# ---- led_command_parser ----
Figure 1. Metal 3 (led_command_parser).
Drawn at 2 px/um.
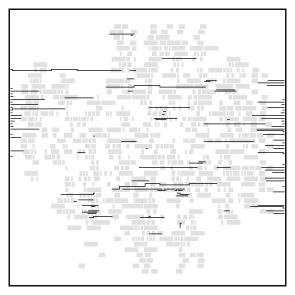

==> config.mk <==
export PLATFORM = sky130hd
export DESIGN_NAME = led_command_parser
export DESIGN_NICKNAME = d
export VERILOG_FILES = /design/src/rtl/led_command_parser.sv
export SDC_FILE = /design/constraint.sdc
export NUM_CORES = 1
export LEC_CHECK = 0
export CORE_MARGIN = 5
export CORE_UTILIZATION = 30
export CTS_BUF_LIST = sky130_fd_sc_hd__clkbuf_16
export DETAILED_ROUTE_END_ITERATION = 12
export PLACE_DENSITY = 0.58
export SLEW_MARGIN = 30
export SYNTH_ARGS = -nofsm -noshare
export SYNTH_HDL_FRONTEND = slang
export SYNTH_SLANG_ARGS = --single-unit
==> constraint.sdc <==
create_clock -name i_Clock -period 11.1 [get_ports i_Clock]
set_input_delay 1.665 -clock i_Clock [delete_from_list [all_inputs] [get_ports i_Clock]]
set_output_delay 1.665 -clock i_Clock [all_outputs]
set_load 0.005 [all_outputs]
==> src/rtl/led_command_parser.sv <==
// Line-based UART command parser driving a packed RGB shade bank.
// Accepts at most one byte every two cycles, echoes each accepted byte, and decodes toggle/set/all-off commands.
module led_command_parser #(
  parameter int unsigned NUM_LEDS = 3,
  parameter int unsigned SHADE_WIDTH = 8,
  parameter logic [SHADE_WIDTH-1:0] DEFAULT_SHADE = SHADE_WIDTH'(8'h11)
) (
  input  logic                                i_Clock,
  input  logic                                i_Reset_n,
  input  logic [7:0]                          i_Data,
  input  logic                                i_Data_Ready,
  output logic                                o_Read_Data,
  output logic [7:0]                          o_TX_Data,
  output logic                                o_TX_Start,
  input  logic                                i_TX_Busy,
  output logic [NUM_LEDS*3*SHADE_WIDTH-1:0]   o_Shades,
  output logic                                o_Update,
  output logic                                o_Error
);

  localparam int unsigned HEX_DIGITS = SHADE_WIDTH / 4;
  localparam int unsigned CNT_W      = $clog2(HEX_DIGITS + 1);
  localparam int unsigned NUM_CH     = NUM_LEDS * 3;
  localparam int unsigned CH_W       = $clog2(NUM_CH);
  localparam int unsigned LED_W      = (NUM_LEDS > 1) ? $clog2(NUM_LEDS) : 1;

  localparam logic [7:0] C_R  = 8'h72;
  localparam logic [7:0] C_G  = 8'h67;
  localparam logic [7:0] C_B  = 8'h62;
  localparam logic [7:0] C_X  = 8'h78;
  localparam logic [7:0] C_LF = 8'h0A;
  localparam logic [7:0] C_CR = 8'h0D;
  localparam logic [7:0] C_EQ = 8'h3D;

  typedef enum logic [2:0] {
    S_COLOUR, S_NUMBER, S_EQNL, S_HEX, S_NL, S_ALLNL, S_DISCARD
  } state_t;

  state_t                 state, state_nx;
  logic                   pause;
  logic [1:0]             colour, colour_nx;
  logic [LED_W-1:0]       led, led_nx;
  logic [SHADE_WIDTH-1:0] acc, acc_nx;
  logic [CNT_W-1:0]       cnt, cnt_nx;

  logic                   accept_c;
  logic                   hex_ok_c;
  logic [3:0]             nibble_c;
  logic                   led_ok_c;
  logic                   err_c, do_toggle_c, do_set_c, do_clear_c;
  logic [CH_W-1:0]        ch_c;
  logic [SHADE_WIDTH-1:0] cur_shade_c;

  assign accept_c = i_Data_Ready && !i_TX_Busy && !pause;
  assign led_ok_c = (i_Data >= 8'h31) && (i_Data <= 8'(48 + NUM_LEDS));
  assign ch_c     = CH_W'(32'(led) * 3 + 32'(colour));
  assign cur_shade_c = o_Shades[ch_c*SHADE_WIDTH +: SHADE_WIDTH];

  // ASCII hex digit decode
  always_comb begin
    hex_ok_c = 1'b0;
    nibble_c = 4'h0;
    if (i_Data >= 8'h30 && i_Data <= 8'h39) begin
      hex_ok_c = 1'b1;
      nibble_c = 4'(i_Data - 8'h30);
    end else if (i_Data >= 8'h61 && i_Data <= 8'h66) begin
      hex_ok_c = 1'b1;
      nibble_c = 4'(i_Data - 8'h57);
    end else if (i_Data >= 8'h41 && i_Data <= 8'h46) begin
      hex_ok_c = 1'b1;
      nibble_c = 4'(i_Data - 8'h37);
    end
  end

  always_ff @(posedge i_Clock) begin
    if (!i_Reset_n) state <= S_COLOUR;
    else            state <= state_nx;
  end

  always_comb begin
    state_nx    = state;
    colour_nx   = colour;
    led_nx      = led;
    acc_nx      = acc;
    cnt_nx      = cnt;
    err_c       = 1'b0;
    do_toggle_c = 1'b0;
    do_set_c    = 1'b0;
    do_clear_c  = 1'b0;
    if (accept_c && i_Data != C_CR) begin
      unique case (state)
        S_COLOUR: begin
          if (i_Data == C_R)      begin colour_nx = 2'd0; state_nx = S_NUMBER; end
          else if (i_Data == C_G) begin colour_nx = 2'd1; state_nx = S_NUMBER; end
          else if (i_Data == C_B) begin colour_nx = 2'd2; state_nx = S_NUMBER; end
          else if (i_Data == C_X) state_nx = S_ALLNL;
          else if (i_Data != C_LF) begin state_nx = S_DISCARD; err_c = 1'b1; end
        end
        S_NUMBER: begin
          if (led_ok_c) begin
            led_nx   = LED_W'(i_Data - 8'h31);
            state_nx = S_EQNL;
          end else begin
            err_c    = 1'b1;
            state_nx = (i_Data == C_LF) ? S_COLOUR : S_DISCARD;
          end
        end
        S_EQNL: begin
          if (i_Data == C_LF) begin
            do_toggle_c = 1'b1;
            state_nx    = S_COLOUR;
          end else if (i_Data == C_EQ) begin
            acc_nx   = '0;
            cnt_nx   = '0;
            state_nx = S_HEX;
          end else begin
            err_c    = 1'b1;
            state_nx = S_DISCARD;
          end
        end
        S_HEX: begin
          if (hex_ok_c) begin
            acc_nx = (acc << 4) | SHADE_WIDTH'(nibble_c);
            cnt_nx = cnt + CNT_W'(1);
            if (cnt_nx == CNT_W'(HEX_DIGITS)) state_nx = S_NL;
          end else begin
            err_c    = 1'b1;
            state_nx = (i_Data == C_LF) ? S_COLOUR : S_DISCARD;
          end
        end
        S_NL: begin
          if (i_Data == C_LF) begin
            do_set_c = 1'b1;
            state_nx = S_COLOUR;
          end else begin
            err_c    = 1'b1;
            state_nx = S_DISCARD;
          end
        end
        S_ALLNL: begin
          if (i_Data == C_LF) begin
            do_clear_c = 1'b1;
            state_nx   = S_COLOUR;
          end else begin
            err_c    = 1'b1;
            state_nx = S_DISCARD;
          end
        end
        S_DISCARD: if (i_Data == C_LF) state_nx = S_COLOUR;
        default:   state_nx = S_COLOUR;
      endcase
    end
  end

  // Command latches, echo path and shade bank
  always_ff @(posedge i_Clock) begin
    if (!i_Reset_n) begin
      pause       <= 1'b0;
      colour      <= '0;
      led         <= '0;
      acc         <= '0;
      cnt         <= '0;
      o_Read_Data <= 1'b0;
      o_TX_Start  <= 1'b0;
      o_TX_Data   <= '0;
      o_Update    <= 1'b0;
      o_Error     <= 1'b0;
      o_Shades    <= '0;
    end else begin
      pause       <= accept_c;
      colour      <= colour_nx;
      led         <= led_nx;
      acc         <= acc_nx;
      cnt         <= cnt_nx;
      o_Read_Data <= accept_c;
      o_TX_Start  <= accept_c;
      if (accept_c) o_TX_Data <= i_Data;
      o_Error     <= err_c;
      o_Update    <= do_toggle_c | do_set_c | do_clear_c;
      if (do_clear_c)
        o_Shades <= '0;
      else if (do_toggle_c)
        o_Shades[ch_c*SHADE_WIDTH +: SHADE_WIDTH] <= (cur_shade_c != '0) ? '0 : DEFAULT_SHADE;
      else if (do_set_c)
        o_Shades[ch_c*SHADE_WIDTH +: SHADE_WIDTH] <= acc;
    end
  end

endmodule

# ---- pwmgen_flat ----
[src/rtl/bdc_pkg.sv]
// Shared definitions for the brushed DC motor controller blocks.
package bdc_pkg;

  typedef enum logic [1:0] {
    ST_IDLE  = 2'd0,
    ST_RUN   = 2'd1,
    ST_DEAD  = 2'd2,
    ST_FAULT = 2'd3
  } pwm_state_t;

  localparam logic [7:0] PWM_CNT_MAX = 8'd254;

  // H-bridge leg driven for each direction
  localparam int unsigned PWM_BIT_FWD = 0;
  localparam int unsigned PWM_BIT_REV = 1;

endpackage

[src/rtl/pwmgen_if.sv]
// Command bus from the SPI register file into the PWM generator.
interface pwmgen_if;
  logic [7:0] duty;
  logic       dir;
  logic       enable;
  logic       ld;

  modport master (output duty, dir, enable, ld);
  modport slave  (input  duty, dir, enable, ld);
endinterface

[src/rtl/pwmgen_sync.sv]
// Two-flop synchronizer for an asynchronous level input.
module pwmgen_sync (
  input  logic clk,
  input  logic reset,
  input  logic d,
  output logic q
);
  logic meta;

  always_ff @(posedge clk) begin
    if (reset) {q, meta} <= 2'b00;
    else       {q, meta} <= {meta, d};
  end
endmodule

[src/rtl/pwmgen.sv]
// H-bridge PWM generator with cycle-by-cycle current limiting and a
// latched overcurrent fault after repeated chopped periods.
module pwmgen
  import bdc_pkg::*;
#(
  parameter int PRESCALE    = 4,
  parameter int BLANK       = 2,
  parameter int FAULT_LIMIT = 8
) (
  input  logic       clk,
  input  logic       reset,
  pwmgen_if.slave    cmd,
  input  logic       currentlimit,
  input  logic       fault_clr,
  output logic [1:0] pwm,
  output logic       motorena,
  output logic       fault,
  output logic       period_tick
);
  localparam int PW = (PRESCALE > 1) ? $clog2(PRESCALE) : 1;
  localparam logic [PW-1:0] PRE_MAX   = PW'(PRESCALE - 1);
  localparam logic [3:0]    TRIP_MAX  = 4'(FAULT_LIMIT);
  localparam logic [7:0]    BLANK_CNT = 8'(BLANK);

  pwm_state_t    state, state_nxt;
  logic [PW-1:0] presc;
  logic [7:0]    cnt, pend_duty, act_duty;
  logic          pend_dir, pend_en, act_dir;
  logic          chop, chop_now, chop_any, on_raw, cl_s, boundary;
  logic          load_act, leave_fault;
  logic [3:0]    trip, trip_nxt;
  logic [1:0]    drive;

  pwmgen_sync u_cl_sync (.clk(clk), .reset(reset), .d(currentlimit), .q(cl_s));

  assign boundary = (presc == PRE_MAX) && (cnt == PWM_CNT_MAX);
  assign on_raw   = (cnt < act_duty) && !chop;
  // Chop acts on the same clk the synchronized comparator is seen, so the
  // bridge drops one register after cl_s rather than two.
  assign chop_now = (state == ST_RUN) && on_raw && cl_s && (cnt >= BLANK_CNT);
  assign chop_any = chop | chop_now;
  assign trip_nxt = !chop_any          ? 4'd0 :
                    (trip == TRIP_MAX) ? trip : trip + 4'd1;

  always_comb begin
    state_nxt   = state;
    load_act    = 1'b0;
    leave_fault = 1'b0;
    drive       = 2'b00;
    case (state)
      ST_IDLE: if (boundary && pend_en) begin
        state_nxt = ST_RUN;
        load_act  = 1'b1;
      end
      ST_RUN: begin
        if (on_raw && !chop_now) begin
          if (act_dir) drive[PWM_BIT_REV] = 1'b1;
          else         drive[PWM_BIT_FWD] = 1'b1;
        end
        if (boundary) begin
          if (trip_nxt == TRIP_MAX)   state_nxt = ST_FAULT;
          else if (!pend_en)          state_nxt = ST_IDLE;
          else if (pend_dir != act_dir) state_nxt = ST_DEAD;
          else                        load_act  = 1'b1;
        end
      end
      ST_DEAD: if (boundary) begin
        if (pend_en) begin
          state_nxt = ST_RUN;
          load_act  = 1'b1;
        end else begin
          state_nxt = ST_IDLE;
        end
      end
      ST_FAULT: if (fault_clr) begin
        state_nxt   = ST_IDLE;
        leave_fault = 1'b1;
      end
      default: state_nxt = ST_IDLE;
    endcase
  end

  always_ff @(posedge clk) begin
    if (reset) begin
      state       <= ST_IDLE;
      presc       <= '0;
      cnt         <= 8'd0;
      pend_duty   <= 8'd0;
      pend_dir    <= 1'b0;
      pend_en     <= 1'b0;
      act_duty    <= 8'd0;
      act_dir     <= 1'b0;
      chop        <= 1'b0;
      trip        <= 4'd0;
      pwm         <= 2'b00;
      motorena    <= 1'b0;
      fault       <= 1'b0;
      period_tick <= 1'b0;
    end else begin
      state <= state_nxt;
      if (presc == PRE_MAX) begin
        presc <= '0;
        cnt   <= (cnt == PWM_CNT_MAX) ? 8'd0 : cnt + 8'd1;
      end else begin
        presc <= presc + PW'(1);
      end
      if (cmd.ld) begin
        pend_duty <= cmd.duty;
        pend_dir  <= cmd.dir;
        pend_en   <= cmd.enable;
      end
      // A cleared fault must be re-armed by a fresh enable write
      if (leave_fault) pend_en <= 1'b0;
      if (load_act) begin
        act_duty <= pend_duty;
        act_dir  <= pend_dir;
      end
      if (boundary)      chop <= 1'b0;
      else if (chop_now) chop <= 1'b1;
      if (leave_fault)   trip <= 4'd0;
      else if (boundary) trip <= trip_nxt;
      pwm         <= drive;
      motorena    <= (state == ST_RUN) || (state == ST_DEAD);
      fault       <= (state == ST_FAULT);
      period_tick <= boundary;
    end
  end
endmodule

[src/flat_wrapper.sv]
// flat-port wrapper written by rule: the top's interface ports become plain ports
module pwmgen_flat import bdc_pkg::*;
#(
  parameter int PRESCALE    = 4,
  parameter int BLANK       = 2,
  parameter int FAULT_LIMIT = 8
)
  (clk, reset, currentlimit, fault_clr, pwm, motorena, fault, period_tick, cmd_duty, cmd_dir, cmd_enable, cmd_ld);
  pwmgen_if cmd_i ();
  input  logic clk;
  input  logic reset;
  input  logic currentlimit;
  input  logic fault_clr;
  output logic [1:0] pwm;
  output logic motorena;
  output logic fault;
  output logic period_tick;
  input wire logic [$bits(cmd_i.duty)-1:0] cmd_duty;
  input wire logic [$bits(cmd_i.dir)-1:0] cmd_dir;
  input wire logic [$bits(cmd_i.enable)-1:0] cmd_enable;
  input wire logic [$bits(cmd_i.ld)-1:0] cmd_ld;
  assign cmd_i.duty = cmd_duty;
  assign cmd_i.dir = cmd_dir;
  assign cmd_i.enable = cmd_enable;
  assign cmd_i.ld = cmd_ld;
  pwmgen #(.PRESCALE(PRESCALE), .BLANK(BLANK), .FAULT_LIMIT(FAULT_LIMIT)) u_core (.clk(clk), .reset(reset), .cmd(cmd_i), .currentlimit(currentlimit), .fault_clr(fault_clr), .pwm(pwm), .motorena(motorena), .fault(fault), .period_tick(period_tick));
endmodule
[config.mk]
export PLATFORM = sky130hd
export DESIGN_NAME = pwmgen_flat
export DESIGN_NICKNAME = d
export VERILOG_FILES = /design/src/rtl/bdc_pkg.sv /design/src/rtl/pwmgen_if.sv /design/src/rtl/pwmgen_sync.sv /design/src/rtl/pwmgen.sv /design/src/flat_wrapper.sv
export SDC_FILE = /design/constraint.sdc
export NUM_CORES = 1
export LEC_CHECK = 0
export CAP_MARGIN = 20
export CORE_MARGIN = 2
export CORE_UTILIZATION = 51
export DETAILED_ROUTE_END_ITERATION = 10
export GPL_TIMING_DRIVEN = 0
export HOLD_SLACK_MARGIN = 0.1
export PLACE_DENSITY = 0.86
export SYNTH_ARGS = -nofsm -noshare
export SYNTH_HDL_FRONTEND = slang
export SYNTH_HIERARCHICAL = 1
export SYNTH_SLANG_ARGS = --single-unit
[constraint.sdc]
create_clock -name clk -period 2.43 [get_ports clk]
set_clock_uncertainty 0.1 [all_clocks]
set_input_delay 0.3645 -clock clk [delete_from_list [all_inputs] [get_ports clk]]
set_output_delay 0.3645 -clock clk [all_outputs]
set_load 0.03 [all_outputs]
# ---- hazard_fwd_unit ----
===== config.mk =====
export PLATFORM = sky130hd
export DESIGN_NAME = hazard_fwd_unit
export DESIGN_NICKNAME = d
export VERILOG_FILES = /design/src/rtl/hazard_fwd_unit.sv
export SDC_FILE = /design/constraint.sdc
export NUM_CORES = 1
export LEC_CHECK = 0
export CAP_MARGIN = 15
export CORE_ASPECT_RATIO = 0.9
export CORE_MARGIN = 8
export CORE_UTILIZATION = 45
export DETAILED_ROUTE_END_ITERATION = 10
export PLACE_DENSITY = 0.76
export REMOVE_ABC_BUFFERS = 1
export SYNTH_ARGS = -nofsm -noshare
export SYNTH_HDL_FRONTEND = slang
export SYNTH_SLANG_ARGS = --single-unit

===== constraint.sdc =====
create_clock -name clk -period 2.8 [get_ports clk]
set_clock_uncertainty 0.05 [all_clocks]
set_input_delay 0.56 -clock clk [delete_from_list [all_inputs] [get_ports clk]]
set_output_delay 0.56 -clock clk [all_outputs]
set_load 0.01 [all_outputs]

===== src/rtl/hazard_fwd_unit.sv =====
// Hazard detection and operand forwarding for a 5-stage ARM-like pipeline.
// A small shadow copy of the EX/MEM/WB destination info is kept locally so
// forwarding selects and load-use stalls can be decided combinationally in ID.
module hazard_fwd_unit (
  input  logic        clk,
  input  logic        reset,
  // decoded control from the control unit
  input  logic        dec_reg_write_enable,
  input  logic        dec_mem_enable,
  input  logic        dec_mem_rw,
  input  logic        dec_mem_to_reg_select,
  input  logic        dec_alu_src_select,
  input  logic [3:0]  dec_alu_control,
  input  logic        dec_status_bit,
  input  logic        dec_mem_size,
  input  logic [1:0]  dec_am_bits,
  input  logic        dec_pc_src_select,
  // gated control toward the ID/EX register
  output logic        ctl_reg_write_enable,
  output logic        ctl_mem_enable,
  output logic        ctl_mem_rw,
  output logic        ctl_mem_to_reg_select,
  output logic        ctl_alu_src_select,
  output logic [3:0]  ctl_alu_control,
  output logic        ctl_status_bit,
  output logic        ctl_mem_size,
  output logic [1:0]  ctl_am_bits,
  output logic        ctl_pc_src_select,
  // ID-stage instruction information
  input  logic        id_valid,
  input  logic        id_cond_pass,
  input  logic [3:0]  id_rn,
  input  logic [3:0]  id_rm,
  input  logic [3:0]  id_rd,
  input  logic        id_uses_rn,
  input  logic        id_uses_rm,
  input  logic        id_uses_rd,
  input  logic        branch_taken,
  // pipeline control
  output logic        pc_le,
  output logic        ifid_le,
  output logic        ifid_flush,
  output logic [1:0]  fwd_a,
  output logic [1:0]  fwd_b,
  output logic [1:0]  fwd_c,
  output logic [15:0] stall_count,
  output logic [15:0] flush_count
);

  localparam logic [3:0] PC_REG = 4'd15;
  localparam int         NSTG   = 3;   // 0 = EX, 1 = MEM, 2 = WB

  typedef struct packed {
    logic       valid;
    logic [3:0] rd;
    logic       wr;
    logic       load;
  } shadow_t;

  shadow_t shadow_q [NSTG];
  shadow_t shadow_d [NSTG];

  // An entry supplies register r only if it really writes it; R15 is never forwarded.
  function automatic logic ent_match(input shadow_t e, input logic [3:0] r);
    return e.valid & e.wr & (e.rd == r) & (r != PC_REG);
  endfunction

  // Youngest producer wins: EX, then MEM, then WB, else the register file.
  function automatic logic [1:0] pick_src(input shadow_t ex, input shadow_t mem,
                                          input shadow_t wb, input logic [3:0] r,
                                          input logic uses);
    if (!uses)                   return 2'b00;
    else if (ent_match(ex, r))   return 2'b01;
    else if (ent_match(mem, r))  return 2'b10;
    else if (ent_match(wb, r))   return 2'b11;
    else                         return 2'b00;
  endfunction

  logic [2:0][3:0] src_reg;
  logic [2:0]      src_use;
  logic [2:0]      ex_hit;
  logic [2:0][1:0] src_sel;
  logic            stall;
  logic            issue;
  logic            pass;
  logic            load_id;
  logic [13:0]     dec_bus;
  logic [13:0]     ctl_bus;

  assign src_reg = {id_rd, id_rm, id_rn};
  assign src_use = {id_uses_rd, id_uses_rm, id_uses_rn};

  // Per-source forwarding select and EX-stage hit detection (rn, rm, rd).
  genvar gi;
  generate
    for (gi = 0; gi < 3; gi++) begin : g_src
      assign ex_hit[gi]  = src_use[gi] & ent_match(shadow_q[0], src_reg[gi]);
      assign src_sel[gi] = reset ? 2'b00
                                 : pick_src(shadow_q[0], shadow_q[1], shadow_q[2],
                                            src_reg[gi], src_use[gi]);
    end
  endgenerate

  assign fwd_a = src_sel[0];
  assign fwd_b = src_sel[1];
  assign fwd_c = src_sel[2];

  // A load still in EX cannot forward its data yet, so the consumer waits a cycle.
  assign stall   = ~reset & id_valid & shadow_q[0].load & (|ex_hit);
  assign issue   = id_valid & ~stall;
  assign pass    = ~reset & id_valid & id_cond_pass & ~stall;

  assign pc_le      = ~stall;
  assign ifid_le    = ~stall;
  assign ifid_flush = ~reset & branch_taken & ~stall;

  assign dec_bus = {dec_reg_write_enable, dec_mem_enable, dec_mem_rw,
                    dec_mem_to_reg_select, dec_alu_src_select, dec_alu_control,
                    dec_status_bit, dec_mem_size, dec_am_bits, dec_pc_src_select};
  assign ctl_bus = dec_bus & {14{pass}};
  assign {ctl_reg_write_enable, ctl_mem_enable, ctl_mem_rw,
          ctl_mem_to_reg_select, ctl_alu_src_select, ctl_alu_control,
          ctl_status_bit, ctl_mem_size, ctl_am_bits, ctl_pc_src_select} = ctl_bus;

  // Only a memory read that writes back from memory counts as a load.
  assign load_id = ctl_mem_enable & ~ctl_mem_rw & ctl_mem_to_reg_select;

  // Next shadow contents: new ID entry enters EX, older entries shift toward WB.
  always_comb begin
    shadow_d[0] = {issue, id_rd, ctl_reg_write_enable, load_id};
    for (int i = 1; i < NSTG; i++) shadow_d[i] = shadow_q[i-1];
    if (reset) begin
      for (int i = 0; i < NSTG; i++) shadow_d[i] = '0;
    end
  end

  // Shadow pipeline registers.
  always_ff @(posedge clk) begin
    for (int i = 0; i < NSTG; i++) shadow_q[i] <= shadow_d[i];
  end

  // Saturating performance counters: index 0 counts stalls, index 1 counts flushes.
  logic [1:0]       cnt_inc;
  logic [1:0][15:0] cnt_val;

  assign cnt_inc = {ifid_flush, stall};

  generate
    for (gi = 0; gi < 2; gi++) begin : g_cnt
      logic [15:0] cnt_q;
      logic [15:0] cnt_d;

      // Hold at all-ones instead of wrapping.
      always_comb begin
        cnt_d = cnt_q;
        if (reset)
          cnt_d = '0;
        else if (cnt_inc[gi] && (cnt_q != 16'hFFFF))
          cnt_d = cnt_q + 16'd1;
      end

      // Counter register.
      always_ff @(posedge clk) begin
        cnt_q <= cnt_d;
      end

      assign cnt_val[gi] = cnt_q;
    end
  endgenerate

  assign stall_count = cnt_val[0];
  assign flush_count = cnt_val[1];

endmodule


Figure 2. Metal layers overlaid (led_command_parser).
Drawn at 2 px/um.
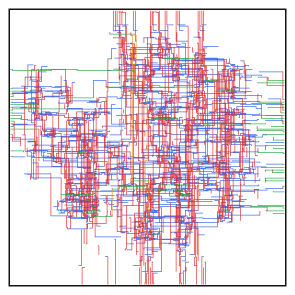
layer	color	wire length
met3	green	919 um
met4	orange	240 um
met2	red	7370 um
met1	blue	6720 um

About Figure 1:
share of all routed wire	6.0%
main direction	horizontal

==> out/metrics.json, led_command_parser <==
{
  "post-route-worst-setup-slack": {"value": 6.65, "unit": "ns"},
  "grt_util_met3": {"value": 0.0416},
  "slew_violations": {"value": 0},
  "reg.largest.list": {"value": "o_Shades: 72 flops, acc: 8 flops, o_TX_Data: 8 flops"},
  "synth.yosys.num_cells": {"value": 592},
  "post_synthesis_sequential_area_ratio": {"value": 0.411},
  "aoi_share": {"value": 0.199},
  "hold_depth": {"value": 2},
  "power.sequential.fraction": {"value": 0.502},
  "synth_top_cells_by_count": {"value": "sky130_fd_sc_hd__dfxtp_1, sky130_fd_sc_hd__nand2_1, sky130_fd_sc_hd__nor2_1, sky130_fd_sc_hd__a21oi_1, sky130_fd_sc_hd__clkbuf_1"},
  "drive_gt1_frac": {"value": 0.0496},
  "netlist.top_cell.by_instances": {"value": "sky130_fd_sc_hd__dfxtp_1"},
  "path_buffers": {"value": 2},
  "postRouteAntennaNets": {"value": 0},
  "synth_area_in_adders": {"value": 0.0339},
  "clkPwrFrac": {"value": 0.424},
  "drt-initial-drc-count": {"value": 294},
  "post_cts_hold_buffer_count": {"value": 0},
  "sh_comb_area": {"value": 0.420},
  "largest_area_cell": {"value": "sky130_fd_sc_hd__dfxtp_1"},
  "cell_class_with_the_largest_area_share": {"value": "multi-input combinational cells"},
  "cp-startpoint": {"value": "i_Data[1]"},
  "placed_cell_area": {"value": 0.00597, "unit": "mm2"},
  "post_synth_tally_of_flip_flops_with_integrated_enable": {"value": 0},
  "summed_area_of_non_filler_cells_in_the_final_layout": {"value": 0.00626, "unit": "mm2"},
  "whs_endpoint": {"value": "o_TX_Data[0]"},
  "timing.rr.start": {"value": "led[0]"},
  "wire_per_inst": {"value": 17.3, "unit": "um"},
  "critical-path-top-delay-family": {"value": "simple AND/OR/NAND/NOR gates"},
  "ys_sh_mux": {"value": 0.0352},
  "status": {"value": "finished, final reports clean"},
  "clockNetworkPower": {"value": 0.312, "unit": "mW"},
  "cts_sink_count": {"value": 100},
  "grt.met1_usage": {"value": 0.209},
  "hpwlAfterDp": {"value": 11300, "unit": "um"},
  "dpl.cell_count": {"value": 865},
  "tool_warnings": {"value": 30},
  "num_antenna_cells": {"value": 0}
}
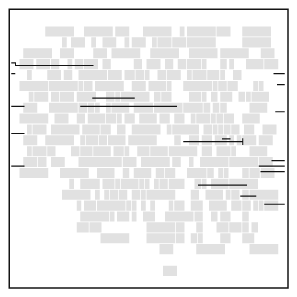
Figure 3: pwmgen_flat, metal 3.
Drawn at 4 px/um.
main direction	horizontal
nets with wire on the layer	17

==> out/metrics.json, pwmgen_flat <==
{
  "clkPwrFrac": {"value": 0.390},
  "critical-path-top-delay-family": {"value": "simple AND/OR/NAND/NOR gates"},
  "postCtsSetupRepairBufs": {"value": 1},
  "fin_nets": {"value": 297},
  "reg.largest.list": {"value": "u_core/act_duty: 8 flops, u_core/cnt: 8 flops, u_core/pend_duty: 8 flops"},
  "grt_util_met3": {"value": 0.0349},
  "cell_class_with_the_largest_area_share": {"value": "multi-input combinational cells"},
  "yosysWarnings": {"value": 6},
  "reg2reg_setup_slack": {"value": 0.11, "unit": "ns"},
  "timing.critical_path.required": {"value": 2.50, "unit": "ns"},
  "met3_length": {"value": 124, "unit": "um"},
  "number_of_distinct_standard_cells_referenced_by_the_synthesized_netlist": {"value": 44},
  "layout_top_cell": {"value": "sky130_fd_sc_hd__dfxtp_1"},
  "path_buffers": {"value": 3},
  "grtUsageMet2": {"value": 0.330},
  "postRouteAntennaNets": {"value": 0},
  "rows": {"value": 23},
  "syn_nets": {"value": 271},
  "worst_vdd_ir": {"value": 0.400, "unit": "mV"},
  "slew_violations": {"value": 0},
  "synth.cellmix.simpleShare": {"value": 0.226},
  "num_antenna_cells": {"value": 0},
  "status": {"value": "finished, final reports clean"},
  "power_leader": {"value": "sequential cells"},
  "antenna_found_initial": {"value": 0},
  "switching_power": {"value": 0.275, "unit": "mW"}
}
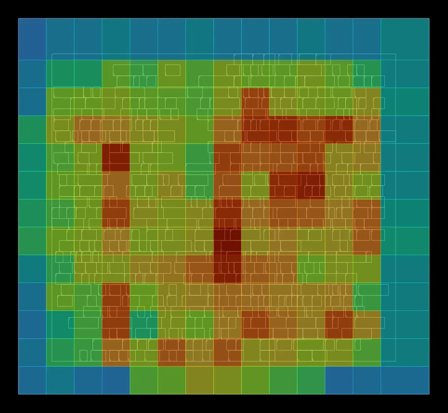
Figure 4: hazard_fwd_unit, congestion heat map.
total routing resource utilization after global routing: 0.190
wire per inst: 16.3 um
routing usage on met1: 0.235

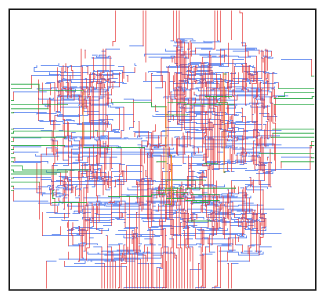
Figure 5: hazard_fwd_unit, metal layers overlaid.
Drawn at 3 px/um.
layer	color	wire length
met2	red	4470 um
met4	orange	97.2 um
met1	blue	4070 um
met3	green	549 um

==> out/metrics.json, hazard_fwd_unit <==
{
  "status": {"value": "finished, final reports clean"},
  "fp_util": {"value": 0.458},
  "hold_depth": {"value": 1},
  "largest_area_cell": {"value": "sky130_fd_sc_hd__dfxtp_1"},
  "die_h": {"value": 93.1, "unit": "um"},
  "switching_power": {"value": 0.362, "unit": "mW"},
  "worstSetupEndpointType": {"value": "output port"},
  "instances_no_fill": {"value": 565},
  "drive_gt1_frac": {"value": 0.227},
  "register_cell_area_after_layout": {"value": 0.00103, "unit": "mm2"},
  "area_leaders": {"value": "sky130_fd_sc_hd__dfxtp_1, sky130_fd_sc_hd__xor2_1, sky130_fd_sc_hd__nor2b_1"},
  "timing.critical_path.required": {"value": 2.19, "unit": "ns"},
  "reg2reg_setup_slack": {"value": 0.16, "unit": "ns"},
  "num_antenna_cells": {"value": 0},
  "path_buffers": {"value": 3},
  "cts_inserted_buffers": {"value": 5},
  "synth.cellmix.simpleShare": {"value": 0.348},
  "grt_start_max_net_pins": {"value": 43},
  "worst_pin_slew": {"value": 0.403, "unit": "ns"},
  "synth.yosys.chip_area": {"value": 0.00297, "unit": "mm2"},
  "crit_path_start_kind": {"value": "input pin"},
  "drtPass1Iterations": {"value": 4},
  "number_of_distinct_standard_cells_referenced_by_the_synthesized_netlist": {"value": 35},
  "clock_buffer_cells": {"value": 7},
  "nFillCells": {"value": 551},
  "finalClockPeriodUsage": {"value": 0.985},
  "whs_endpoint": {"value": "shadow_q[0][15]"},
  "setup_viol": {"value": 0},
  "postCtsSetupRepairBufs": {"value": 3},
  "top_register": {"value": "shadow_q"},
  "rows": {"value": 28},
  "flops": {"value": 51},
  "number_of_flip_flops_in_the_largest_register": {"value": 19},
  "post_cts_hold_buffer_count": {"value": 0},
  "power.switching_fraction": {"value": 0.257},
  "design.portCount": {"value": 89},
  "p_comb_frac": {"value": 0.147},
  "post-route-worst-setup-slack": {"value": 0.0422, "unit": "ns"},
  "avgSynthCellArea": {"value": 8.21, "unit": "um2"}
}


==> layout pictures side by side <==
Clock wires, drivers and flops.
Plate I
Drawn at 3 px/um.
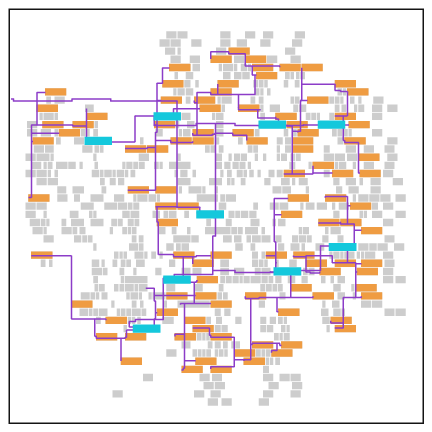
Plate II
Drawn at 6 px/um.
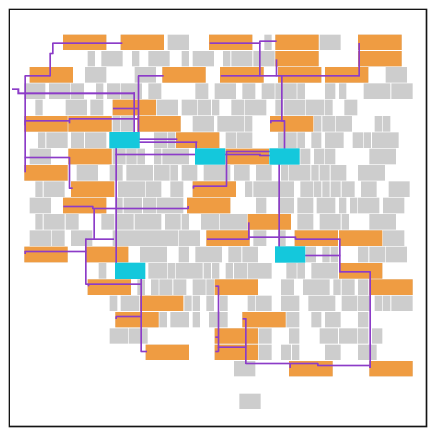
Plate III
Drawn at 4 px/um.
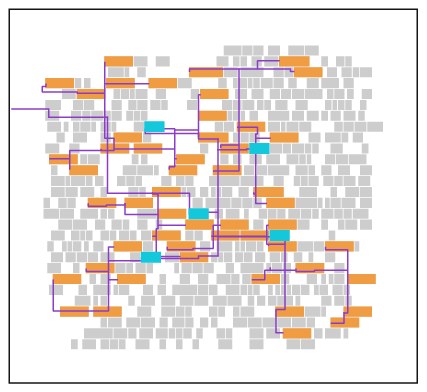
The one with the most sequential cells is Plate I.
The one with the smallest die is Plate II.
Plate I: led_command_parser
Plate III: hazard_fwd_unit
Plate II: pwmgen_flat

Key to Plate II:
[clock wires] purple | length: 473 um
[cells driving clock nets] cyan | count: 5
[flip-flops] orange | count: 43
flops lie	all over the die

